# seq_chunk_adder

**config.mk**
```make
export PLATFORM = sky130hd
export DESIGN_NAME = seq_chunk_adder
export DESIGN_NICKNAME = d
export VERILOG_FILES = /design/src/rtl/seq_chunk_adder.sv
export SDC_FILE = /design/constraint.sdc
export NUM_CORES = 1
export LEC_CHECK = 0
export CAP_MARGIN = 20
export CORE_AREA = 4 4 74 90
export CTS_BUF_LIST = sky130_fd_sc_hd__clkbuf_4 sky130_fd_sc_hd__clkbuf_8
export CTS_CLUSTER_DIAMETER = 120
export DETAILED_ROUTE_END_ITERATION = 10
export DIE_AREA = 0 0 78 94
export PLACE_DENSITY = 0.83
export SKIP_CTS_REPAIR_TIMING = 1
export SLEW_MARGIN = 5
export SYNTH_ARGS = -nofsm -noshare
export SYNTH_HDL_FRONTEND = slang
export SYNTH_SLANG_ARGS = --single-unit
```
**constraint.sdc**
```tcl
create_clock -name clk -period 6.86 [get_ports clk]
set_input_delay 1.372 -clock clk [delete_from_list [all_inputs] [get_ports clk]]
set_output_delay 1.372 -clock clk [all_outputs]
set_load 0.005 [all_outputs]
```
**src/rtl/seq_chunk_adder.sv**
```systemverilog
// seq_chunk_adder: multi-cycle WIDTH-bit adder that processes one CHUNK-bit
// slice per clock and ripples the carry between slices in a register.
// A start/busy/done handshake brackets each operation. The outputs sum, carry
// and overflow change only when an operation completes.
// Optional feature: define ADDSUB_EN to add a 'sub' input that selects A - B
// (computed as A + ~B + 1); without it the block is add-only.
module seq_chunk_adder #(
  parameter int WIDTH = 16,
  parameter int CHUNK = 4
) (
  input  logic             clk,
  input  logic             rst,
  input  logic             start,
  input  logic [WIDTH-1:0] a,
  input  logic [WIDTH-1:0] b,
  input  logic             cin,
`ifdef ADDSUB_EN
  input  logic             sub,
`endif
  output logic             busy,
  output logic             done,
  output logic [WIDTH-1:0] sum,
  output logic             carry,
  output logic             overflow
);

  localparam int NCHUNK = WIDTH / CHUNK;
  localparam int IW = (NCHUNK > 1) ? $clog2(NCHUNK) : 1;
  localparam logic [IW-1:0] LAST = IW'(NCHUNK - 1);

  // Reject slice sizes that do not tile the operand width exactly.
  if (CHUNK < 1 || CHUNK > WIDTH || (WIDTH % CHUNK) != 0) begin : g_bad_params
    $error("seq_chunk_adder: CHUNK must be in 1..WIDTH and divide WIDTH");
  end

  typedef enum logic {IDLE, BUSY} state_t;

  state_t           state;
  logic [IW-1:0]    idx;
  logic [WIDTH-1:0] opa;
  logic [WIDTH-1:0] opb;
  logic [WIDTH-1:0] acc;
  logic             run_carry;

  logic [WIDTH-1:0] eff_b;
  logic             eff_c;
  logic [CHUNK-1:0] a_slice;
  logic [CHUNK-1:0] b_slice;
  logic [CHUNK-1:0] slice_sum;
  logic             slice_cout;
  logic             msb_cin;
  logic [WIDTH-1:0] acc_next;

  // Subtraction is folded into the captured operands so the datapath only adds.
`ifdef ADDSUB_EN
  assign eff_b = sub ? ~b : b;
  assign eff_c = sub ? 1'b1 : cin;
`else
  assign eff_b = b;
  assign eff_c = cin;
`endif

  // One slice of the adder plus the accumulator with the new slice merged in.
  always_comb begin
    a_slice = opa[idx*CHUNK +: CHUNK];
    b_slice = opb[idx*CHUNK +: CHUNK];
    {slice_cout, slice_sum} = {1'b0, a_slice} + {1'b0, b_slice}
                              + {{CHUNK{1'b0}}, run_carry};
    // Carry into the top bit of this slice, recovered from its sum bit.
    msb_cin = slice_sum[CHUNK-1] ^ a_slice[CHUNK-1] ^ b_slice[CHUNK-1];
    acc_next = acc;
    acc_next[idx*CHUNK +: CHUNK] = slice_sum;
  end

  // Control FSM and datapath registers; results are published only on the last slice.
  always_ff @(posedge clk or posedge rst) begin
    if (rst) begin
      state     <= IDLE;
      idx       <= '0;
      opa       <= '0;
      opb       <= '0;
      acc       <= '0;
      run_carry <= 1'b0;
      busy      <= 1'b0;
      done      <= 1'b0;
      sum       <= '0;
      carry     <= 1'b0;
      overflow  <= 1'b0;
    end else begin
      done <= 1'b0;
      case (state)
        IDLE: begin
          if (start) begin
            opa       <= a;
            opb       <= eff_b;
            run_carry <= eff_c;
            idx       <= '0;
            acc       <= '0;
            busy      <= 1'b1;
            state     <= BUSY;
          end
        end
        BUSY: begin
          acc       <= acc_next;
          run_carry <= slice_cout;
          if (idx == LAST) begin
            sum      <= acc_next;
            carry    <= slice_cout;
            overflow <= msb_cin ^ slice_cout;
            done     <= 1'b1;
            busy     <= 1'b0;
            state    <= IDLE;
          end else begin
            idx <= idx + 1'b1;
          end
        end
        default: state <= IDLE;
      endcase
    end
  end

endmodule

```
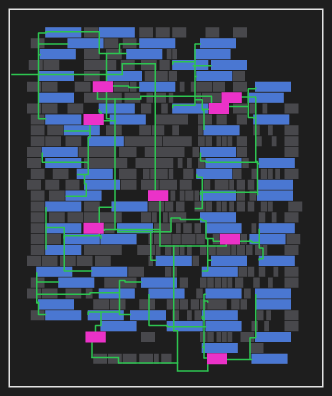
seq_chunk_adder: clock network drawn from the DEF
(4 px per µm)
Key: clock wires = green [length 840 µm]; flip-flops = blue [count 72]; clock-net drivers = magenta [count 9]
Position of the flops: widely spread.
Clock Skew: 0.009251 ns
clock latency (worst-skew pair): 0.35 ns

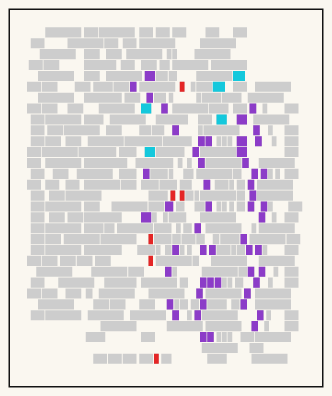
seq_chunk_adder: gate families picked out
(4 px per µm)
Key: inv cells = red [cells 6, most used inv_1]; non-inverting ao/oa cells = cyan [cells 5, most used a21o_1]; aoi and oai cells = purple [cells 53, most used o21ai_0]
most numerous logic cell after layout: dfrtp_1
Final Non-Filler Cells: 418
combinational share of cell area: 0.3489

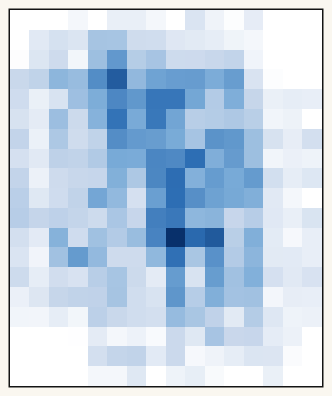
seq_chunk_adder: wiring heat map
(4 px per µm) The die is cut into 16 by 19 equal tiles; white is low, dark blue is high, scaled to the fullest tile. Values are wire area over tile area, all layers added.
The fullest tile reaches 0.56. The mean over all tiles is 0.15. The densest ninth of the die: centre. 16% of the tiles are over half the peak. 14% of the tiles are nearly empty.
routed vias: 2277
GRT Util Overall: 0.2022

==> Slide: Implementation Results <==
Physical Implementation Snapshot

Worst setup path
  – Buf+Inv Stages, Crit Path: 0
  – CP dominant cell by count: fa_1
  – Worst r2r dst: overflow$_DFFE_PP0P_
  – R2r setup slk: 3.49 ns
  – CP Capture Type: flop
  – Crit path to: overflow$_DFFE_PP0P_

Final timing
  – Final setup violation count: 0
  – Worst Slack Setup Final: 3.494 ns
  – Setup_tns: 0 ns
  – Fin. max-slew vios: 0

GRT
  – Met3 usage: 0.07390

Finish
  – Nets: 378
  – Comb. cell area: 0.001446 mm²
  – Clk tree area frac: 0.04980
  – Util after Layout: 0.7078

Yosys
  – YS chip area: 0.003322 mm²
  – # Cells Yosys: 274
  – Yosys adder share: 0.04595
  – Post-synth EDFFs: 0
  – Yosys aoi share: 0.09605

Routing
  – Avg WL per Cell: 15.71 µm

Hold path
  – Min-Delay Path Depth: 2

Power
  – Post-layout power: 2.258 mW

Die
  – # rows: 31

Outcome
  – Status: finished clean

# opb_snapshot_bank_simulink2ppc

opb_snapshot_bank_simulink2ppc, wiring heat map:
(2 px per µm) The die is cut into 22 by 38 equal tiles; white is low, dark blue is high, scaled to the fullest tile. Values are wire area over tile area, all layers added.
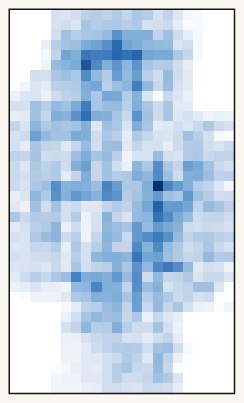
opb_snapshot_bank_simulink2ppc, port wiring:
(3 px per µm)
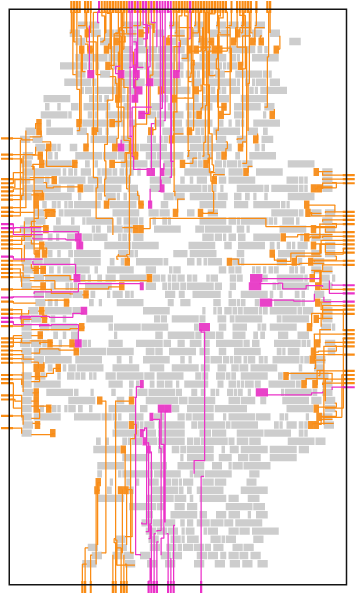
opb_snapshot_bank_simulink2ppc, clock network drawn from the DEF:
(3 px per µm)
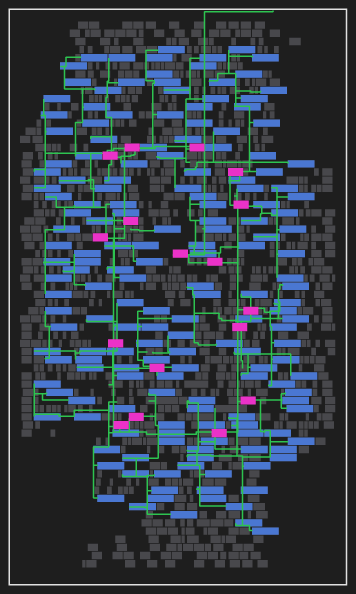
### src/rtl/opb_snapshot_bank_simulink2ppc.sv
// OPB slave that captures C_NUM_CH user words atomically into a shadow bank (one-shot or continuous).
// Define SNAP_TIMESTAMP_EN to latch a free-running cycle counter with every capture.
module opb_snapshot_bank_simulink2ppc #(
  parameter logic [31:0] C_BASEADDR = 32'h01180700,
  parameter logic [31:0] C_HIGHADDR = 32'h011807FF,
  parameter int          C_NUM_CH   = 4,
  parameter int          C_USER_DW  = 32
) (
  input  logic                          OPB_Clk,
  input  logic                          OPB_Rst_n,
  input  logic [0:31]                   OPB_ABus,
  input  logic [0:3]                    OPB_BE,
  input  logic [0:31]                   OPB_DBus,
  input  logic                          OPB_RNW,
  input  logic                          OPB_select,
  input  logic                          OPB_seqAddr,
  output logic [0:31]                   Sl_DBus,
  output logic                          Sl_xferAck,
  output logic                          Sl_errAck,
  output logic                          Sl_retry,
  output logic                          Sl_toutSup,
  input  logic [C_NUM_CH*C_USER_DW-1:0] user_data_in,
  input  logic                          user_valid,
  output logic                          snap_done
);

  typedef enum logic [1:0] {
    ST_IDLE  = 2'd0,
    ST_ARMED = 2'd1,
    ST_DONE  = 2'd2
  } state_e;

  // Numeric views of the big-endian buses: register bit n is bus bit 31-n.
  logic [31:0] addr, offset, wdata;
  assign addr   = OPB_ABus;
  assign wdata  = OPB_DBus;
  assign offset = addr - C_BASEADDR;

  logic        ack_q, rnw_q, be3_q;
  logic [29:0] widx_q;
  logic [2:0]  wbits_q;
  logic        hit;

  // A pending ack blocks a new hit, so a held select is answered every other cycle.
  assign hit = OPB_select && (addr >= C_BASEADDR) && (addr <= C_HIGHADDR) && !ack_q;

  // NOTE: sequential state uses non-blocking assignments only, so every flop samples pre-edge values.
  always_ff @(posedge OPB_Clk or negedge OPB_Rst_n) begin
    if (!OPB_Rst_n) begin
      ack_q   <= 1'b0;
      rnw_q   <= 1'b0;
      be3_q   <= 1'b0;
      widx_q  <= '0;
      wbits_q <= '0;
    end else begin
      ack_q <= hit;
      if (hit) begin
        rnw_q   <= OPB_RNW;
        be3_q   <= OPB_BE[3];
        widx_q  <= offset[31:2];
        wbits_q <= wdata[2:0];
      end
    end
  end

  // Writes commit on the edge that ends the ack cycle.
  logic ctrl_wr, arm_wr, clr_wr;
  assign ctrl_wr = ack_q && !rnw_q && be3_q && (widx_q == 30'd0);
  assign arm_wr  = ctrl_wr && wbits_q[0];
  assign clr_wr  = ctrl_wr && wbits_q[2];

  state_e      state_q, state_d;
  logic [7:0]  missed_q, missed_d;
  logic        mode_q;
  logic        capture;

  // NOTE: every always_comb output gets a default first, so no path can infer a latch.
  always_comb begin
    state_d  = state_q;
    missed_d = missed_q;
    capture  = 1'b0;
    unique case (state_q)
      ST_IDLE:  if (arm_wr) state_d = ST_ARMED;
      ST_ARMED: begin
        if (user_valid) begin
          capture = 1'b1;
          if (!mode_q) state_d = ST_DONE;
        end
      end
      ST_DONE: begin
        if (arm_wr) begin
          state_d  = ST_ARMED;
          missed_d = '0;
        end else if (user_valid && missed_q != 8'hFF) begin
          missed_d = missed_q + 8'd1;
        end
      end
      default:  state_d = ST_IDLE;
    endcase
    // Clear overrides everything, including an arm in the same write.
    if (clr_wr) begin
      state_d  = ST_IDLE;
      missed_d = '0;
      capture  = 1'b0;
    end
  end

  always_ff @(posedge OPB_Clk or negedge OPB_Rst_n) begin
    if (!OPB_Rst_n) begin
      state_q  <= ST_IDLE;
      missed_q <= '0;
      mode_q   <= 1'b0;
    end else begin
      state_q  <= state_d;
      missed_q <= missed_d;
      if (ctrl_wr) mode_q <= wbits_q[1];
    end
  end

  logic [C_USER_DW-1:0] chan_q [C_NUM_CH];

  // NOTE: the shadow bank is plain flops, reset explicitly so every channel reads 0 after reset.
  always_ff @(posedge OPB_Clk or negedge OPB_Rst_n) begin
    if (!OPB_Rst_n) begin
      for (int i = 0; i < C_NUM_CH; i++) chan_q[i] <= '0;
    end else if (clr_wr) begin
      for (int i = 0; i < C_NUM_CH; i++) chan_q[i] <= '0;
    end else if (capture) begin
      for (int i = 0; i < C_NUM_CH; i++) chan_q[i] <= user_data_in[i*C_USER_DW +: C_USER_DW];
    end
  end

`ifdef SNAP_TIMESTAMP_EN
  logic [31:0] ts_cnt_q, ts_q;

  always_ff @(posedge OPB_Clk or negedge OPB_Rst_n) begin
    if (!OPB_Rst_n) begin
      ts_cnt_q <= '0;
      ts_q     <= '0;
    end else begin
      ts_cnt_q <= ts_cnt_q + 32'd1;
      if (clr_wr)       ts_q <= '0;
      else if (capture) ts_q <= ts_cnt_q;
    end
  end
`endif

  // Read data is driven only during a read ack, so a same-cycle capture is not yet visible.
  logic [31:0] rdata;
  always_comb begin
    rdata = '0;
    if (ack_q && rnw_q) begin
      if (widx_q == 30'd0) rdata = {29'b0, 1'b0, mode_q, 1'b0};
      if (widx_q == 30'd1) rdata = {16'b0, missed_q, 6'b0, state_q == ST_DONE, state_q == ST_ARMED};
      for (int i = 0; i < C_NUM_CH; i++) begin
        if (widx_q == 30'(i + 2)) rdata = 32'(chan_q[i]);
      end
`ifdef SNAP_TIMESTAMP_EN
      if (widx_q == 30'(C_NUM_CH + 2)) rdata = ts_q;
`endif
    end
  end

  assign Sl_DBus    = rdata;
  assign Sl_xferAck = ack_q;
  assign Sl_errAck  = 1'b0;
  assign Sl_retry   = 1'b0;
  assign Sl_toutSup = 1'b0;
  assign snap_done  = (state_q == ST_DONE);

  logic unused_ok;
  assign unused_ok = ^{OPB_seqAddr, OPB_BE[0:2], wdata[31:3], offset[1:0]};

endmodule

### config.mk
export PLATFORM = sky130hd
export DESIGN_NAME = opb_snapshot_bank_simulink2ppc
export DESIGN_NICKNAME = d
export VERILOG_FILES = /design/src/rtl/opb_snapshot_bank_simulink2ppc.sv
export SDC_FILE = /design/constraint.sdc
export NUM_CORES = 1
export LEC_CHECK = 0
export CORE_ASPECT_RATIO = 1.75
export CORE_MARGIN = 3
export CORE_UTILIZATION = 43
export CTS_BUF_LIST = sky130_fd_sc_hd__clkbuf_4 sky130_fd_sc_hd__clkbuf_8
export CTS_CLUSTER_DIAMETER = 120
export DETAILED_ROUTE_END_ITERATION = 10
export HOLD_SLACK_MARGIN = 0.08
export PLACE_DENSITY = 0.76
export SLEW_MARGIN = 5
export SYNTH_ARGS = -nofsm -noshare
export SYNTH_HDL_FRONTEND = slang
export SYNTH_SLANG_ARGS = --single-unit
### constraint.sdc
create_clock -name OPB_Clk -period 5.4 [get_ports OPB_Clk]
set_input_delay 1.08 -clock OPB_Clk [delete_from_list [all_inputs] [get_ports OPB_Clk]]
set_output_delay 1.08 -clock OPB_Clk [all_outputs]
set_load 0.01 [all_outputs]
==> Slide: Implementation Results <==
Physical Implementation Snapshot

Routing
  – Post-route ant nets: 0

Finish
  – Max reg flops: 128
  – Area growth syn-to-layout: 30.01%

GRT
  – Met1 Use GR: 0.2890
  – Busiest grt layer: met2

Outcome
  – Status: finished clean

Yosys
  – Yosys aoi share: 0.1578
  – Post-Syn Instances: 913
  – Dominant register cell: dfrtp_1
  – YS chip area: 0.008443 mm²

Die
  – Die width: 111.9 µm
  – Core ar.: 0.01920 mm²
  – Chip area: 0.02142 mm²

Power
  – Power share of the combinational group: 0.126

Worst setup path
  – Worst r2r dst: chan_q[59]$_DFFE_PN0P_
Notes on 'wiring heat map' of opb_snapshot_bank_simulink2ppc above:
The mean over all tiles is 0.20. 9.1% of the tiles are over half the peak. The fullest tile reaches 0.76.
routed wire length: 25680 µm
routed vias: 7619
GRT Util Overall: 0.2344
Avg WL per Cell: 19.41 µm

Notes on 'port wiring' of opb_snapshot_bank_simulink2ppc above:
Key: `user_data_in` = orange [bits 128, direction input, end cells 128, wire 3750 µm]; `Sl_DBus` = magenta [bits 32, direction output, end cells 32, wire 1360 µm]
boundary pin count: 239
port bufs: 200

Notes on 'clock network drawn from the DEF' of opb_snapshot_bank_simulink2ppc above:
Key: flip-flops = blue [count 175]; clock-net drivers = magenta [count 17]; clock wires = green [length 2000 µm]
There are 18 routed clock nets. Position of the flops: widely spread.
Clock power frac: 0.336
clk pwr: 0.927 mW
clock latency (worst-skew pair): 0.46 ns
Clock Skew: 0.01982 ns


# pc_sequencer

--- src/rtl/pc_sequencer.sv ---
// Program-counter / fetch sequencer: two-byte fetch, then next-PC select with call/return support.
// Optional freeze input enabled by defining STALL_EN.
module pc_sequencer (
  input  logic       clk,
  input  logic       reset,
  output logic [7:0] memAddr,
  input  logic [7:0] memData,
  output logic [7:0] opcode,
  output logic [7:0] operand,
  output logic       instrValid,
  input  logic       jump,
  input  logic       branchTaken,
  input  logic       call,
  input  logic       ret,
  input  logic       halt,
  output logic [7:0] retAddrOut,
  output logic       WEtemp,
`ifdef STALL_EN
  input  logic       stall,
`endif
  input  logic [7:0] retAddrIn
);

  typedef enum logic [1:0] {
    FETCH_OP  = 2'd0,
    FETCH_ARG = 2'd1,
    EXECUTE   = 2'd2,
    HALTED    = 2'd3
  } state_t;

  typedef struct packed {
    logic jmp;
    logic brn;
    logic cal;
    logic rtn;
    logic hlt;
  } ctrl_t;

  state_t     state, state_nx;
  logic [7:0] pc, pc_nx;
  logic [7:0] opcode_nx, operand_nx;
  logic       frz;
  ctrl_t      ctl;

`ifdef STALL_EN
  assign frz = stall;
`else
  assign frz = 1'b0;
`endif

  assign ctl = '{jmp: jump, brn: branchTaken, cal: call, rtn: ret, hlt: halt};

  always_ff @(posedge clk or posedge reset) begin
    if (reset) begin
      state   <= FETCH_OP;
      pc      <= 8'h00;
      opcode  <= 8'h00;
      operand <= 8'h00;
    end else begin
      state   <= state_nx;
      pc      <= pc_nx;
      opcode  <= opcode_nx;
      operand <= operand_nx;
    end
  end

  always_comb begin
    state_nx   = state;
    pc_nx      = pc;
    opcode_nx  = opcode;
    operand_nx = operand;
    memAddr    = pc;
    instrValid = 1'b0;
    WEtemp     = 1'b0;
    case (state)
      FETCH_OP: begin
        if (!frz) begin
          opcode_nx = memData;
          state_nx  = FETCH_ARG;
        end
      end
      FETCH_ARG: begin
        memAddr = pc + 8'd1;
        if (!frz) begin
          operand_nx = memData;
          state_nx   = EXECUTE;
        end
      end
      EXECUTE: begin
        // frozen EXECUTE keeps memAddr but withholds valid and the temp write
        if (!frz) begin
          instrValid = 1'b1;
          WEtemp     = ctl.cal & ~ctl.rtn & ~ctl.hlt;
          state_nx   = FETCH_OP;
          if (ctl.hlt)                   state_nx = HALTED;
          else if (ctl.rtn)              pc_nx = retAddrIn;
          else if (ctl.cal)              pc_nx = operand;
          else if (ctl.jmp || ctl.brn)   pc_nx = operand;
          else                           pc_nx = pc + 8'd2;
        end
      end
      default: ;
    endcase
  end

  assign retAddrOut = pc + 8'd2;

endmodule

--- config.mk ---
export PLATFORM = sky130hd
export DESIGN_NAME = pc_sequencer
export DESIGN_NICKNAME = d
export VERILOG_FILES = /design/src/rtl/pc_sequencer.sv
export SDC_FILE = /design/constraint.sdc
export NUM_CORES = 1
export LEC_CHECK = 0
export CAP_MARGIN = 20
export CORE_MARGIN = 2
export CORE_UTILIZATION = 45
export DETAILED_ROUTE_END_ITERATION = 8
export PLACE_DENSITY = 0.79
export SETUP_SLACK_MARGIN = 0.5
export SYNTH_ARGS = -nofsm -noshare
export SYNTH_HDL_FRONTEND = slang
export SYNTH_SLANG_ARGS = --single-unit
--- constraint.sdc ---
create_clock -name clk -period 2.65 [get_ports clk]
set_input_delay 0.3975 -clock clk [delete_from_list [all_inputs] [get_ports clk]]
set_output_delay 0.3975 -clock clk [all_outputs]
set_load 0.01 [all_outputs]
==> Slide: Implementation Results <==
Physical Implementation Snapshot

Power
  – Leak pwr: 0.9322 nW
  – Post-layout power: 2.414 mW

Final timing
  – Period utilization: 0.8009
  – Clock Skew: 0.004252 ns

Worst setup path
  – CP Capture Type: output pin
  – Worst endpoint data arrival time: 1.72 ns
  – CP Launch Point: state[1]$_DFFE_PP0P_

Placement
  – Port bufs: 56
  – Dpl cells: 235

Clock tree
  – Setup Buffers After CTS: 3
  – Clk slew on worst S/H paths: 0.14 ns
  – Hold_buf cts: 0

Outcome
  – Status: finished clean

Die
  – Die Y: 61.28 µm
  – Boundary pin count: 57

GRT
  – Number of global-route vias before repair: 1358

Finish
  – Logic inverters: 5
  – Sequential Area: 656.9 µm²

Yosys
  – Yosys top cell by area: dfrtp_1
  – Synth Area in XOR/XNOR: 0.06525
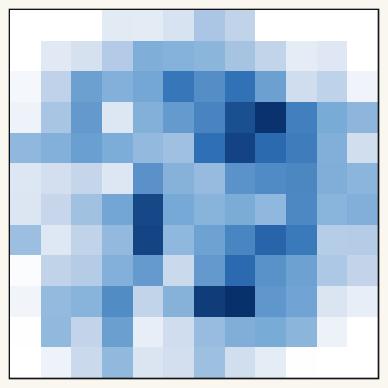
pc_sequencer: wiring heat map
(6 px per µm) The die is cut into 12 by 12 equal tiles; white is low, dark blue is high, scaled to the fullest tile. Values are wire area over tile area, all layers added.
28% of the tiles are over half the peak. The fullest tile reaches 0.41. The mean over all tiles is 0.16.
Avg WL per Cell: 15.52 µm
GRT Util Overall: 0.2218
routed vias: 1265
routed wire length: 3771 µm


# mem_fifo_outbuf

mem_fifo_outbuf, port wiring:
(4 px per µm)
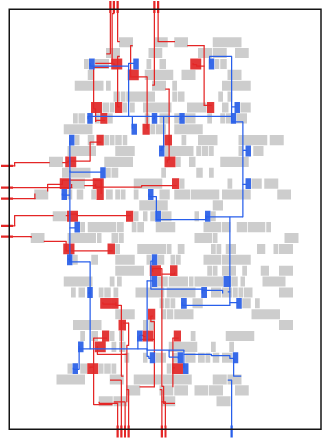
**config.mk**
```make
export PLATFORM = sky130hd
export DESIGN_NAME = mem_fifo_outbuf
export DESIGN_NICKNAME = d
export VERILOG_FILES = /design/src/rtl/mem_fifo_pkg.sv /design/src/rtl/mem_fifo_outbuf.sv
export SDC_FILE = /design/constraint.sdc
export NUM_CORES = 1
export LEC_CHECK = 0
export ABC_AREA = 1
export CAP_MARGIN = 10
export CELL_PAD_IN_SITES_DETAIL_PLACEMENT = 0
export CELL_PAD_IN_SITES_GLOBAL_PLACEMENT = 2
export CORE_ASPECT_RATIO = 1.4
export CORE_MARGIN = 5
export CORE_UTILIZATION = 29
export CTS_CLUSTER_SIZE = 28
export DETAILED_ROUTE_END_ITERATION = 8
export PLACE_DENSITY = 0.89
export SETUP_SLACK_MARGIN = 0.05
export SLEW_MARGIN = 20
export SYNTH_ARGS = -nofsm -noshare
export SYNTH_HDL_FRONTEND = slang
export SYNTH_SLANG_ARGS = --single-unit
```
**constraint.sdc**
```tcl
create_clock -name clock -period 3.37 [get_ports clock]
set_input_delay 0.5055 -clock clock [delete_from_list [all_inputs] [get_ports clock]]
set_output_delay 0.5055 -clock clock [all_outputs]
set_load 0.05 [all_outputs]
```
**src/rtl/mem_fifo_pkg.sv**
```systemverilog
`default_nettype none
// ============================================================================
// Module      : mem_fifo_pkg
// Description : Shared constants and grant encoding for the memory FIFO
//               controller.
// Revision    : 1.0 - initial release
// ============================================================================
package mem_fifo_pkg;

    localparam int ADDR_W = 10;
    localparam int DATA_W = 16;
    localparam int DEPTH  = 1 << ADDR_W;

    typedef enum logic {
        GNT_WRITE = 1'b0,
        GNT_READ  = 1'b1
    } gnt_t;

endpackage : mem_fifo_pkg
`default_nettype wire

```
**src/rtl/mem_fifo_outbuf.sv**
```systemverilog
`default_nettype none
// ============================================================================
// Module      : mem_fifo_outbuf
// Description : Two-entry registered output buffer fed by memory read data.
// Revision    : 1.0 - initial release
// ============================================================================
module mem_fifo_outbuf
    import mem_fifo_pkg::*;
(
    input  wire logic              clock,
    input  wire logic              reset_n,
    input  wire logic              fill,
    input  wire logic [DATA_W-1:0] fill_data,
    input  wire logic              pop_ready,
    output logic                   pop_valid,
    output logic [DATA_W-1:0]      pop_data,
    output logic [1:0]             buf_cnt
);

    logic [DATA_W-1:0] r_head;
    logic [DATA_W-1:0] r_tail;
    logic [1:0]        r_cnt;
    logic              w_pop;

    assign pop_valid = (r_cnt != 2'd0);
    assign pop_data  = r_head;
    assign buf_cnt   = r_cnt;
    assign w_pop     = pop_valid && pop_ready;

    always_ff @(posedge clock) begin
        if (!reset_n) begin
            r_head <= '0;
            r_tail <= '0;
            r_cnt  <= 2'd0;
        end else begin
            case ({fill, w_pop})
                2'b10: begin
                    if (r_cnt == 2'd0) r_head <= fill_data;
                    else               r_tail <= fill_data;
                    r_cnt <= r_cnt + 2'd1;
                end
                2'b01: begin
                    r_head <= r_tail;
                    r_cnt  <= r_cnt - 2'd1;
                end
                2'b11: begin
                    // head leaves while new data arrives: count unchanged
                    if (r_cnt == 2'd2) begin
                        r_head <= r_tail;
                        r_tail <= fill_data;
                    end else begin
                        r_head <= fill_data;
                    end
                end
                default: ;
            endcase
        end
    end

endmodule : mem_fifo_outbuf
`default_nettype wire

```
==> Slide: Implementation Results <==
Physical Implementation Snapshot

Outcome
  – Status: finished clean

Yosys
  – Mapped Area: 0.001854 mm²
  – Asr flop ratio synth: 0
  – Yosys aoi share: 0.1039

GRT
  – Met1 Use GR: 0.1531
  – Met3 usage: 0.02668

Routing
  – DR top layer: met4
  – Avg WL per Cell: 13.35 µm

Clock tree
  – H-tree depth: 2
  – Clock latency (worst-skew pair): 0.29 ns

Final timing
  – WHS: 0.4838 ns
  – Final setup violation count: 0

Power
  – Power share of the combinational group: 0.397
  – Comb pwr: 0.578 mW

Finish
  – Layout Cell Area excl Fill: 0.002366 mm²
  – Final Non-Filler Cells: 375

Die
  – Die Y: 104.6 µm
About 'port wiring' of mem_fifo_outbuf:
Key: `fill_data` = red [bits 16, direction input, end cells 32, wire 547 µm]; `reset_n` = blue [bits 1, direction input, end cells 34, wire 394 µm]
boundary pin count: 39
port bufs: 38


# hazard_ctrl

==> src/rtl/hazard_ctrl.sv <==
// hazard_ctrl: hazard and stall controller for the 5-stage forwarding pipeline.
//
// Produces suspend/flush controls for the PC, IF/ID, ID/EXE and EXE/MEM pipeline
// registers and the ID-stage operand forwarding selects. A small FSM sequences
// multi-cycle load-use stalls and memory-wait freezes.
//
// Parameters:
//   LOAD_LAT  bubble cycles inserted per load-use hazard (1..3)
//   CNT_W     width of the internal stall counter (must hold LOAD_LAT)
//
// Ports:
//   clk_i, rst_i                clock (rising edge), async active-high reset
//   id_rR1_i/id_rR2_i           ID source registers, id_re1_i/id_re2_i read enables
//   exe_wr_i/exe_we_i           EXE destination and write enable, exe_is_load_i
//   mem_wr_i/mem_we_i           MEM destination and write enable
//   wb_wr_i/wb_we_i             WB destination and write enable
//   exe_branch_taken_i          branch/jump resolved taken in EXE
//   mem_busy_i                  data memory not ready, freeze pipeline
//   fwd_a_sel_o/fwd_b_sel_o     operand source: 00 regfile, 01 EXE, 10 MEM, 11 WB
//   pc_suspend_o, if_id_suspend_o, if_id_flush_o,
//   id_exe_suspend_o, id_exe_flush_o, exe_mem_suspend_o   pipeline register controls
//
// Optional feature (macro HAZARD_PERF_CNT_EN): adds stall_cnt_o / flush_cnt_o,
// 32-bit wrapping counts of cycles with pc_suspend_o and if_id_flush_o asserted.

module hazard_ctrl #(
  parameter int unsigned LOAD_LAT = 1,
  parameter int unsigned CNT_W    = 2
) (
  input  logic       clk_i,
  input  logic       rst_i,
  input  logic [4:0] id_rR1_i,
  input  logic [4:0] id_rR2_i,
  input  logic       id_re1_i,
  input  logic       id_re2_i,
  input  logic [4:0] exe_wr_i,
  input  logic       exe_we_i,
  input  logic       exe_is_load_i,
  input  logic [4:0] mem_wr_i,
  input  logic       mem_we_i,
  input  logic [4:0] wb_wr_i,
  input  logic       wb_we_i,
  input  logic       exe_branch_taken_i,
  input  logic       mem_busy_i,
  output logic [1:0] fwd_a_sel_o,
  output logic [1:0] fwd_b_sel_o,
  output logic       pc_suspend_o,
  output logic       if_id_suspend_o,
  output logic       if_id_flush_o,
  output logic       id_exe_suspend_o,
  output logic       id_exe_flush_o,
  output logic       exe_mem_suspend_o
`ifdef HAZARD_PERF_CNT_EN
  ,
  output logic [31:0] stall_cnt_o,
  output logic [31:0] flush_cnt_o
`endif
);

  localparam logic [1:0] StRun     = 2'd0;
  localparam logic [1:0] StLuStall = 2'd1;
  localparam logic [1:0] StMemWait = 2'd2;

  // Remaining bubbles after the one issued in the hazard-detection cycle.
  localparam logic [CNT_W-1:0] LuReload = CNT_W'(LOAD_LAT - 1);

  logic [1:0]       state_q, state_d;
  logic [1:0]       saved_q, saved_d;
  logic [CNT_W-1:0] cnt_q, cnt_d;
  logic [1:0]       eff_state;

  logic       lu_hit;
  logic [1:0] fwd_a_raw, fwd_b_raw;
  logic       pc_susp, ifid_susp, ifid_flush, idexe_susp, idexe_flush, exemem_susp;

  function automatic logic [1:0] fwd_sel(
    input logic [4:0] rr,
    input logic       re,
    input logic [4:0] ewr,
    input logic       ewe,
    input logic       eld,
    input logic [4:0] mwr,
    input logic       mwe,
    input logic [4:0] wwr,
    input logic       wwe
  );
    logic [1:0] sel;
    sel = 2'b00;
    if (re && (rr != 5'd0)) begin
      if (ewe && !eld && (ewr == rr)) begin
        sel = 2'b01;
      end else if (mwe && (mwr == rr)) begin
        sel = 2'b10;
      end else if (wwe && (wwr == rr)) begin
        sel = 2'b11;
      end
    end
    return sel;
  endfunction

  always_comb begin
    fwd_a_raw = fwd_sel(id_rR1_i, id_re1_i, exe_wr_i, exe_we_i, exe_is_load_i,
                        mem_wr_i, mem_we_i, wb_wr_i, wb_we_i);
    fwd_b_raw = fwd_sel(id_rR2_i, id_re2_i, exe_wr_i, exe_we_i, exe_is_load_i,
                        mem_wr_i, mem_we_i, wb_wr_i, wb_we_i);
  end

  assign lu_hit = exe_is_load_i && exe_we_i && (exe_wr_i != 5'd0) &&
                  ((id_re1_i && (exe_wr_i == id_rR1_i)) ||
                   (id_re2_i && (exe_wr_i == id_rR2_i)));

  // Leaving MEM_WAIT resumes the saved state and applies its rules in the same cycle.
  assign eff_state = (state_q == StMemWait) ? saved_q : state_q;

  always_comb begin
    state_d     = state_q;
    saved_d     = saved_q;
    cnt_d       = cnt_q;
    pc_susp     = 1'b0;
    ifid_susp   = 1'b0;
    ifid_flush  = 1'b0;
    idexe_susp  = 1'b0;
    idexe_flush = 1'b0;
    exemem_susp = 1'b0;

    if (mem_busy_i) begin
      // Full freeze; the stall counter is held so the load-use stall resumes intact.
      pc_susp     = 1'b1;
      ifid_susp   = 1'b1;
      idexe_susp  = 1'b1;
      exemem_susp = 1'b1;
      state_d     = StMemWait;
      if (state_q != StMemWait) begin
        saved_d = state_q;
      end
    end else begin
      state_d = eff_state;
      case (eff_state)
        StLuStall: begin
          if (exe_branch_taken_i) begin
            ifid_flush  = 1'b1;
            idexe_flush = 1'b1;
            state_d     = StRun;
            cnt_d       = '0;
          end else begin
            pc_susp     = 1'b1;
            ifid_susp   = 1'b1;
            idexe_flush = 1'b1;
            if (cnt_q <= CNT_W'(1)) begin
              state_d = StRun;
              cnt_d   = '0;
            end else begin
              cnt_d = cnt_q - CNT_W'(1);
            end
          end
        end
        default: begin
          if (exe_branch_taken_i) begin
            ifid_flush  = 1'b1;
            idexe_flush = 1'b1;
          end else if (lu_hit) begin
            pc_susp     = 1'b1;
            ifid_susp   = 1'b1;
            idexe_flush = 1'b1;
            if (LOAD_LAT > 1) begin
              cnt_d   = LuReload;
              state_d = StLuStall;
            end
          end
        end
      endcase
    end
  end

  always_ff @(posedge clk_i or posedge rst_i) begin
    if (rst_i) begin
      state_q <= StRun;
      saved_q <= StRun;
      cnt_q   <= '0;
    end else begin
      state_q <= state_d;
      saved_q <= saved_d;
      cnt_q   <= cnt_d;
    end
  end

  // All outputs are held low while reset is asserted.
  assign pc_suspend_o      = pc_susp & ~rst_i;
  assign if_id_suspend_o   = ifid_susp & ~rst_i;
  assign if_id_flush_o     = ifid_flush & ~rst_i;
  assign id_exe_suspend_o  = idexe_susp & ~rst_i;
  assign id_exe_flush_o    = idexe_flush & ~rst_i;
  assign exe_mem_suspend_o = exemem_susp & ~rst_i;
  // A bubble entering ID/EXE carries no operands, so forwarding is disabled.
  assign fwd_a_sel_o = (rst_i || idexe_flush) ? 2'b00 : fwd_a_raw;
  assign fwd_b_sel_o = (rst_i || idexe_flush) ? 2'b00 : fwd_b_raw;

`ifdef HAZARD_PERF_CNT_EN
  logic [31:0] stall_cnt_q, flush_cnt_q;

  always_ff @(posedge clk_i or posedge rst_i) begin
    if (rst_i) begin
      stall_cnt_q <= '0;
      flush_cnt_q <= '0;
    end else begin
      if (pc_suspend_o) begin
        stall_cnt_q <= stall_cnt_q + 32'd1;
      end
      if (if_id_flush_o) begin
        flush_cnt_q <= flush_cnt_q + 32'd1;
      end
    end
  end

  assign stall_cnt_o = stall_cnt_q;
  assign flush_cnt_o = flush_cnt_q;
`endif

endmodule

==> config.mk <==
export PLATFORM = sky130hd
export DESIGN_NAME = hazard_ctrl
export DESIGN_NICKNAME = d
export VERILOG_FILES = /design/src/rtl/hazard_ctrl.sv
export SDC_FILE = /design/constraint.sdc
export NUM_CORES = 1
export LEC_CHECK = 0
export ABC_AREA = 1
export CAP_MARGIN = 0
export CORE_ASPECT_RATIO = 2
export CORE_MARGIN = 2
export CORE_UTILIZATION = 30
export DETAILED_ROUTE_END_ITERATION = 10
export GPL_TIMING_DRIVEN = 0
export PLACE_DENSITY_LB_ADDON = 0.2
export REMOVE_ABC_BUFFERS = 1
export SYNTH_ARGS = -nofsm -noshare
export SYNTH_HDL_FRONTEND = slang
export SYNTH_SLANG_ARGS = --single-unit
==> constraint.sdc <==
create_clock -name clk_i -period 1.36 [get_ports clk_i]
set_input_delay 0.136 -clock clk_i [delete_from_list [all_inputs] [get_ports clk_i]]
set_output_delay 0.136 -clock clk_i [all_outputs]
set_load 0.02 [all_outputs]
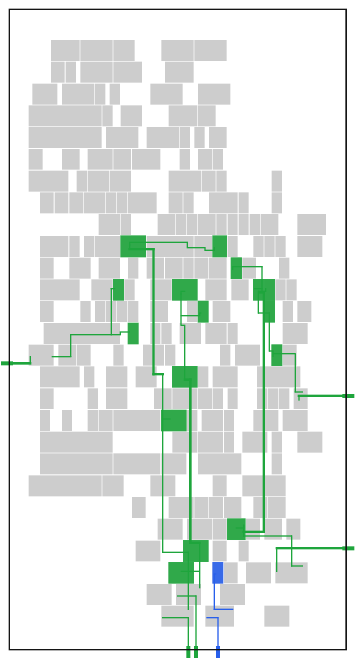
hazard_ctrl: port wiring
(8 px per µm)
Key: `mem_we_i` = blue [bits 1, direction input, end cells 1, wire 11.8 µm]; `id_rR1_i` = green [bits 5, direction input, end cells 16, wire 240 µm]
port bufs: 44
boundary pin count: 45

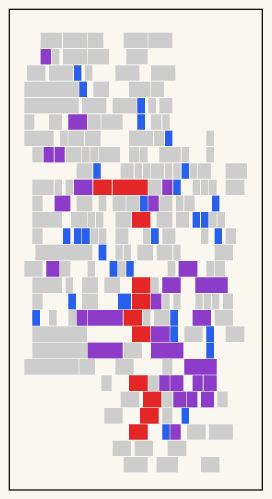
hazard_ctrl: gate families picked out
(6 px per µm)
Key: aoi and oai cells = purple [cells 28]; inv cells = blue [cells 29, most used inv_1]; xor and xnor cells = red [cells 11]
combinational share of cell area: 0.4527
Final Non-Filler Cells: 242
most numerous logic cell after layout: nand2_1

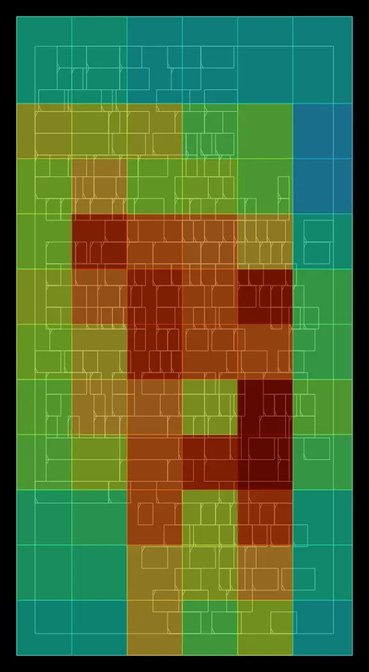
hazard_ctrl: routing congestion
Avg WL per Cell: 14.10 µm
met2 usage: 0.4297
met1 Use GR: 0.1745
GRT Util Overall: 0.2198
Util after Layout: 0.5606

==> Slide: Implementation Results <==
Physical Implementation Snapshot

Outcome
  – Status: finished, violations left
  – Failing checks: setup timing

Final timing
  – Final setup violation count: 9
  – Period utilization: 1.175
  – Setup_tns: -1.864 ns
  – Worst Slack Setup Final: -0.2375 ns

Worst setup path
  – CP max stage delay: 0.42 ns
  – Crit-path leading delay family: flip-flops

Finish
  – Non-clk bufs: 60
  – Biggest Area Class: logic gates

Yosys
  – # Cells Yosys: 152
  – Post-synth EDFFs: 0
  – Post-synth seq share: 0.1739

Clock tree
  – H-tree depth: 1

Routing
  – Routed wire length: 3412 µm

Power
  – Post-layout power: 0.8050 mW
  – Top power group: combinational logic
  – Clk pwr: 0.262 mW

# cpu_exec_datapath

cpu_exec_datapath, port wiring:
(6 px per µm)
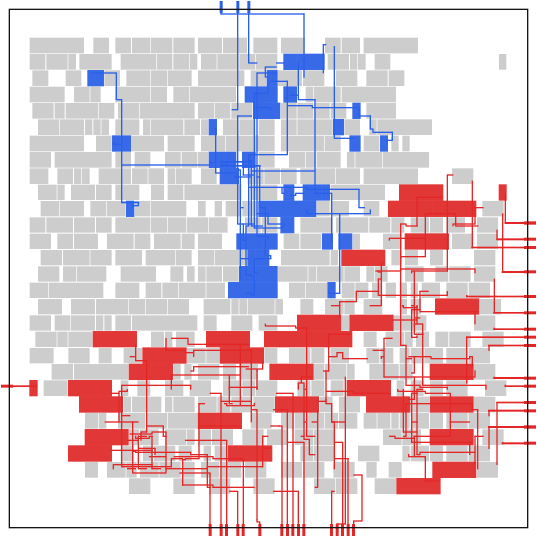
**config.mk**
```make
export PLATFORM = sky130hd
export DESIGN_NAME = cpu_exec_datapath
export DESIGN_NICKNAME = d
export VERILOG_FILES = /design/src/rtl/cpu_exec_datapath.sv
export SDC_FILE = /design/constraint.sdc
export NUM_CORES = 1
export LEC_CHECK = 0
export CORE_MARGIN = 3
export CORE_UTILIZATION = 39
export DETAILED_ROUTE_END_ITERATION = 8
export PLACE_DENSITY = 0.75
export SETUP_SLACK_MARGIN = 0.15
export SLEW_MARGIN = 20
export SYNTH_ARGS = -nofsm -noshare
export SYNTH_HDL_FRONTEND = slang
export SYNTH_SLANG_ARGS = --single-unit
```
**constraint.sdc**
```tcl
create_clock -name CLK -period 5.8 [get_ports CLK]
set_clock_uncertainty 0.1 [all_clocks]
set_input_delay 1.74 -clock CLK [delete_from_list [all_inputs] [get_ports CLK]]
set_output_delay 1.74 -clock CLK [all_outputs]
set_load 0.02 [all_outputs]
```
**src/rtl/cpu_exec_datapath.sv**
```systemverilog
// cpu_exec_datapath: PC register with step adder, plus a combinational ALU
// whose second operand is chosen from the raw, negated or immediate value.

module mux2_1 #(
    parameter int W = 8
) (
    input  logic         sel,
    input  logic [W-1:0] a,
    input  logic [W-1:0] b,
    output logic [W-1:0] y
);
    assign y = sel ? a : b;
endmodule

module cpu_exec_datapath #(
    parameter int DATA_W  = 8,
    parameter int PC_W    = 32,
    parameter int PC_STEP = 4
) (
    input  logic              CLK,
    input  logic              RESET,
    input  logic [DATA_W-1:0] OPERAND1,
    input  logic [DATA_W-1:0] OPERAND2,
    input  logic [DATA_W-1:0] IMMEDIATE,
    input  logic [2:0]        ALUOP,
    input  logic              IS_ADD,
    input  logic              IS_IMMEDIATE,
    output logic [PC_W-1:0]   PC,
    output logic [PC_W-1:0]   PC_NEXT,
    output logic [DATA_W-1:0] ALURESULT,
    output logic              ZERO
);
    logic [PC_W-1:0]   pc_q, pc_d;
    logic [DATA_W-1:0] neg, b_sel, b_op;

    always_comb begin
        PC_NEXT = pc_q + PC_W'(PC_STEP);
        pc_d    = RESET ? '0 : PC_NEXT;
    end

    always_ff @(posedge CLK) pc_q <= pc_d;

    assign PC  = pc_q;
    assign neg = ~OPERAND2 + DATA_W'(1);

    mux2_1 #(.W(DATA_W)) u_mux_add (.sel(IS_ADD), .a(OPERAND2), .b(neg), .y(b_sel));
    mux2_1 #(.W(DATA_W)) u_mux_imm (.sel(IS_IMMEDIATE), .a(IMMEDIATE), .b(b_sel), .y(b_op));

    // Reserved opcodes yield zero so ZERO reads high for them.
    always_comb begin
        ALURESULT = '0;
        case (ALUOP)
            3'b000:  ALURESULT = b_op;
            3'b001:  ALURESULT = OPERAND1 + b_op;
            3'b010:  ALURESULT = OPERAND1 & b_op;
            3'b011:  ALURESULT = OPERAND1 | b_op;
            default: ALURESULT = '0;
        endcase
        ZERO = (ALURESULT == '0);
    end
endmodule

```
==> Slide: Implementation Results <==
Physical Implementation Snapshot

Final timing
  – Worst-margin pin slew: 0.5573 ns
  – Final setup violation count: 8
  – Worst Slack Setup Final: -0.7253 ns

Worst setup path
  – Worst r2r path cells: 6
  – Worst Path Required: 3.96 ns
  – R2r setup slk: 3.57 ns
  – Worst endpoint data arrival time: 4.69 ns
  – Worst r2r dst: PC[27]$_SDFF_PP0_

Finish
  – Final Non-Filler Cells: 548
  – Sequential Area: 600.6 µm²
  – Flop count: 30
  – Fill count: 400

Clock tree
  – Setup Buffers After CTS: 10
  – Clock latency (worst-skew pair): 0.29 ns
  – Clk sinks: 30

GRT
  – Congestion Overflow GR: 0
  – Busiest grt layer: met2

Yosys
  – YS chip area: 0.002506 mm²
  – Top-count cell post-synth: nor2b_1
  – Synth cell types: 58
  – Top area cell types: dfxtp_1, ha_1, nor2b_1

Power
  – Sequential Power Share: 0.287

Outcome
  – Failing checks: setup timing
  – Status: finished, violations left

Routing
  – DRC violations left: 0

Placement
  – Placed Area: 0.004109 mm²
## Picture notes: 'port wiring' of cpu_exec_datapath
Key: `ALUOP` = blue [bits 3, direction input, end cells 35, wire 497 µm]; `PC` = red [bits 32, direction output, end cells 32, wire 1270 µm]
port bufs: 99
boundary pin count: 104


# register_file_writer

**src/rtl/register_file_writer.sv**
```systemverilog
// register_file_writer
// Write-side controller for a 2**ADDRESS_REGISTERS x DATA_WIDTH register file.
// Drives the file's write port either from a zero-fill sweep over every
// address (clear) or from a valid/ready stream written to consecutive,
// wrapping addresses starting at a base (burst load).
//
// Ports:
//   clk, rst           - clock (rising edge) and synchronous active-high reset
//   clear_start        - request a full zero sweep (wins over load_start)
//   load_start         - request a burst load; load_base/load_count sampled with it
//   load_base          - first address of the burst
//   load_count         - number of words, 0..DEPTH (larger values saturate)
//   in_valid/in_data   - upstream word stream
//   in_ready           - writer accepts a word this cycle (state decode only)
//   wr_en/wr_address/wr_data - register file write port (registered)
//   busy               - an operation is in progress (registered)
//   done               - one-cycle pulse at the end of an operation (registered)
module register_file_writer #(
  parameter int ADDRESS_REGISTERS = 4,
  parameter int DATA_WIDTH        = 8
) (
  input  logic                         clk,
  input  logic                         rst,
  input  logic                         clear_start,
  input  logic                         load_start,
  input  logic [ADDRESS_REGISTERS-1:0] load_base,
  input  logic [ADDRESS_REGISTERS:0]   load_count,
  input  logic                         in_valid,
  input  logic [DATA_WIDTH-1:0]        in_data,
  output logic                         in_ready,
  output logic                         wr_en,
  output logic [ADDRESS_REGISTERS-1:0] wr_address,
  output logic [DATA_WIDTH-1:0]        wr_data,
  output logic                         busy,
  output logic                         done
);

  localparam logic [ADDRESS_REGISTERS:0]   DEPTH_CNT = {1'b1, {ADDRESS_REGISTERS{1'b0}}};
  localparam logic [ADDRESS_REGISTERS:0]   ONE_CNT   = {{ADDRESS_REGISTERS{1'b0}}, 1'b1};
  localparam logic [ADDRESS_REGISTERS-1:0] LAST_ADDR = {ADDRESS_REGISTERS{1'b1}};

  typedef enum logic [1:0] {
    IDLE   = 2'd0,
    CLEAR  = 2'd1,
    LOAD   = 2'd2,
    FINISH = 2'd3
  } state_t;

  state_t                       state_reg, state_next;
  logic [ADDRESS_REGISTERS-1:0] addr_reg, addr_next;    // next address to write
  logic [ADDRESS_REGISTERS:0]   count_reg, count_next;  // words still to accept
  logic                         wr_en_reg, wr_en_next;
  logic [ADDRESS_REGISTERS-1:0] wr_address_reg, wr_address_next;
  logic [DATA_WIDTH-1:0]        wr_data_reg, wr_data_next;
  logic                         busy_reg, busy_next;
  logic                         done_reg, done_next;
  logic [ADDRESS_REGISTERS:0]   eff_count;
  logic                         accept;

  // Counts beyond the array size would only overwrite words of the same burst.
  assign eff_count = (load_count > DEPTH_CNT) ? DEPTH_CNT : load_count;
  assign in_ready  = (state_reg == LOAD);
  assign accept    = in_valid && in_ready;

  // State and datapath registers.
  always_ff @(posedge clk) begin
    if (rst) begin
      state_reg      <= IDLE;
      addr_reg       <= '0;
      count_reg      <= '0;
      wr_en_reg      <= 1'b0;
      wr_address_reg <= '0;
      wr_data_reg    <= '0;
      busy_reg       <= 1'b0;
      done_reg       <= 1'b0;
    end else begin
      state_reg      <= state_next;
      addr_reg       <= addr_next;
      count_reg      <= count_next;
      wr_en_reg      <= wr_en_next;
      wr_address_reg <= wr_address_next;
      wr_data_reg    <= wr_data_next;
      busy_reg       <= busy_next;
      done_reg       <= done_next;
    end
  end

  // Next-state logic.
  always_comb begin
    state_next = state_reg;
    case (state_reg)
      IDLE: begin
        if (clear_start) begin
          state_next = CLEAR;
        end else if (load_start) begin
          // An empty burst still produces its done pulse, straight away.
          state_next = (load_count == '0) ? FINISH : LOAD;
        end
      end
      CLEAR: begin
        // Address 0 was issued on entry, so the sweep ends once the last
        // address is issued from here.
        if (addr_reg == LAST_ADDR) state_next = FINISH;
      end
      LOAD: begin
        if (accept && count_reg == ONE_CNT) state_next = FINISH;
      end
      FINISH: state_next = IDLE;
      default: state_next = IDLE;
    endcase
  end

  // Output and datapath next values; everything is registered so the
  // final write and the done pulse land in the same cycle.
  always_comb begin
    addr_next       = addr_reg;
    count_next      = count_reg;
    wr_en_next      = 1'b0;
    wr_address_next = wr_address_reg;
    wr_data_next    = wr_data_reg;
    case (state_reg)
      IDLE: begin
        if (clear_start) begin
          wr_en_next      = 1'b1;
          wr_address_next = '0;
          wr_data_next    = '0;
          addr_next       = {{(ADDRESS_REGISTERS-1){1'b0}}, 1'b1};
        end else if (load_start) begin
          addr_next  = load_base;
          count_next = eff_count;
        end
      end
      CLEAR: begin
        wr_en_next      = 1'b1;
        wr_address_next = addr_reg;
        wr_data_next    = '0;
        addr_next       = addr_reg + 1'b1;
      end
      LOAD: begin
        if (accept) begin
          wr_en_next      = 1'b1;
          wr_address_next = addr_reg;
          wr_data_next    = in_data;
          addr_next       = addr_reg + 1'b1;  // wraps DEPTH-1 -> 0
          count_next      = count_reg - 1'b1;
        end
      end
      default: ;
    endcase
    busy_next = (state_next != IDLE);
    done_next = (state_next == FINISH);
  end

  assign wr_en      = wr_en_reg;
  assign wr_address = wr_address_reg;
  assign wr_data    = wr_data_reg;
  assign busy       = busy_reg;
  assign done       = done_reg;

endmodule
```
**config.mk**
```make
export PLATFORM = sky130hd
export DESIGN_NAME = register_file_writer
export DESIGN_NICKNAME = d
export VERILOG_FILES = /design/src/rtl/register_file_writer.sv
export SDC_FILE = /design/constraint.sdc
export NUM_CORES = 1
export LEC_CHECK = 0
export ABC_AREA = 1
export CORE_ASPECT_RATIO = 0.7
export CORE_UTILIZATION = 65
export CTS_CLUSTER_DIAMETER = 100
export DETAILED_ROUTE_END_ITERATION = 12
export DONT_BUFFER_PORTS = 1
export PLACE_DENSITY_LB_ADDON = 0.15
export SYNTH_ARGS = -nofsm -noshare
export SYNTH_HDL_FRONTEND = slang
export SYNTH_SLANG_ARGS = --single-unit
export TNS_END_PERCENT = 30
```
**constraint.sdc**
```tcl
create_clock -name clk -period 3.9 [get_ports clk]
set_clock_uncertainty 0.2 [all_clocks]
set_input_delay 1.17 -clock clk [delete_from_list [all_inputs] [get_ports clk]]
set_output_delay 1.17 -clock clk [all_outputs]
set_load 0.03 [all_outputs]
```
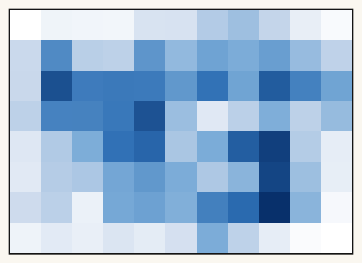
register_file_writer: wiring heat map
(6 px per µm) The die is cut into 11 by 8 equal tiles; white is low, dark blue is high, scaled to the fullest tile. Values are wire area over tile area, all layers added.
The fullest tile reaches 0.49. 2.3% of the tiles are nearly empty. 34% of the tiles are over half the peak. The mean over all tiles is 0.20. The emptiest ninth of the die: south-west. The densest ninth of the die: centre.
GRT Util Overall: 0.2627
routed vias: 1259

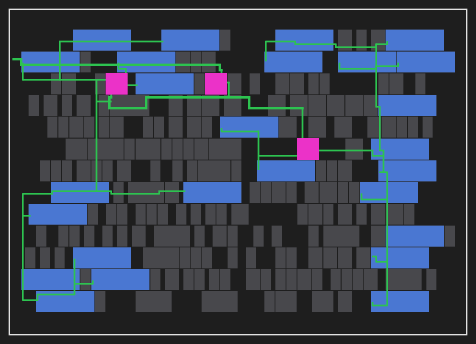
register_file_writer: clock network drawn from the DEF
(8 px per µm)
Key: flip-flops = blue [count 26]; clock-net drivers = magenta [count 3]; clock wires = green [length 266 µm]
There are 4 routed clock nets. Position of the flops: widely spread.
Clock power frac: 0.231
clock latency (worst-skew pair): 0.32 ns

==> Slide: Implementation Results <==
Physical Implementation Snapshot

Finish
  – Area growth syn-to-layout: 2.000%
  – # diodes: 0
  – Max reg flops: 8
  – Combinational share of cell area: 0.5250

Power
  – Internal Pwr Total: 0.3873 mW
  – VDD IR max: 0.3190 mV
  – Top power group: sequential cells

Routing
  – DRC violations left: 6
  – Avg WL per Cell: 12.70 µm

Yosys
  – Mux area share: 0
  – Yosys aoi share: 0.1255
  – Dominant combinational family: simple AND/OR/NAND/NOR gates
  – Mapped Area: 0.001376 mm²

Final timing
  – Final Hold Viols: 0
  – WHS: 0.2844 ns

Clock tree
  – CTS buffer count: 3

Outcome
  – Failing checks: DRC
  – Status: finished, violations left

Die
  – # rows: 13

Placement
  – Placed Area: 0.001368 mm²


==> screenshots <==
Gate families picked out.
(a)
(2 px per µm)
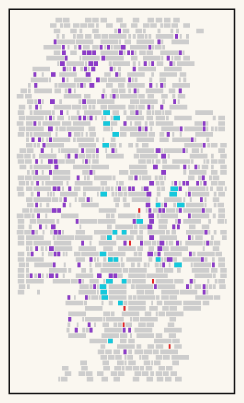
(b)
(4 px per µm)
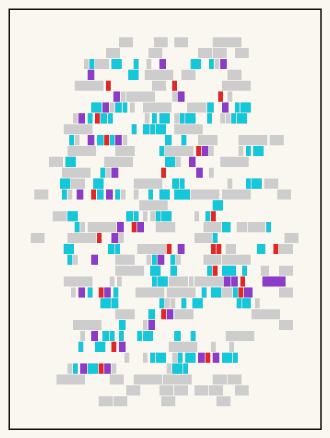
(c)
(4 px per µm)
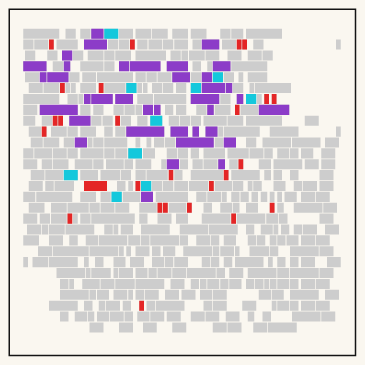
(d)
(6 px per µm)
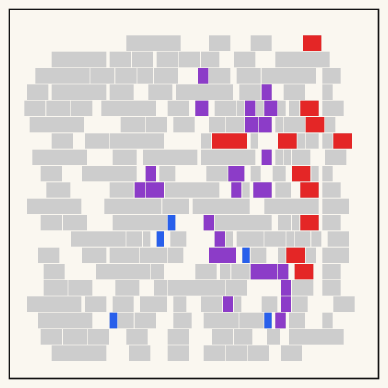
(e)
(6 px per µm)
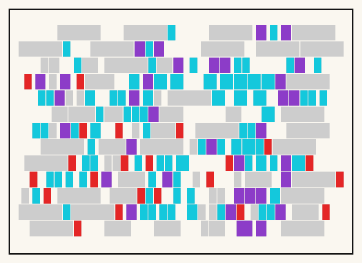
pc_sequencer -> (d)
mem_fifo_outbuf -> (b)
opb_snapshot_bank_simulink2ppc -> (a)
register_file_writer -> (e)
cpu_exec_datapath -> (c)
- smallest die: (e)
- largest die: (a)

Key to (d):
Key: xor and xnor cells = red [cells 11]; inv cells = blue [cells 5, most used inv_1]; aoi and oai cells = purple [cells 23, most used o21ai_0]

Power is estimated from default activity; no workload was simulated.
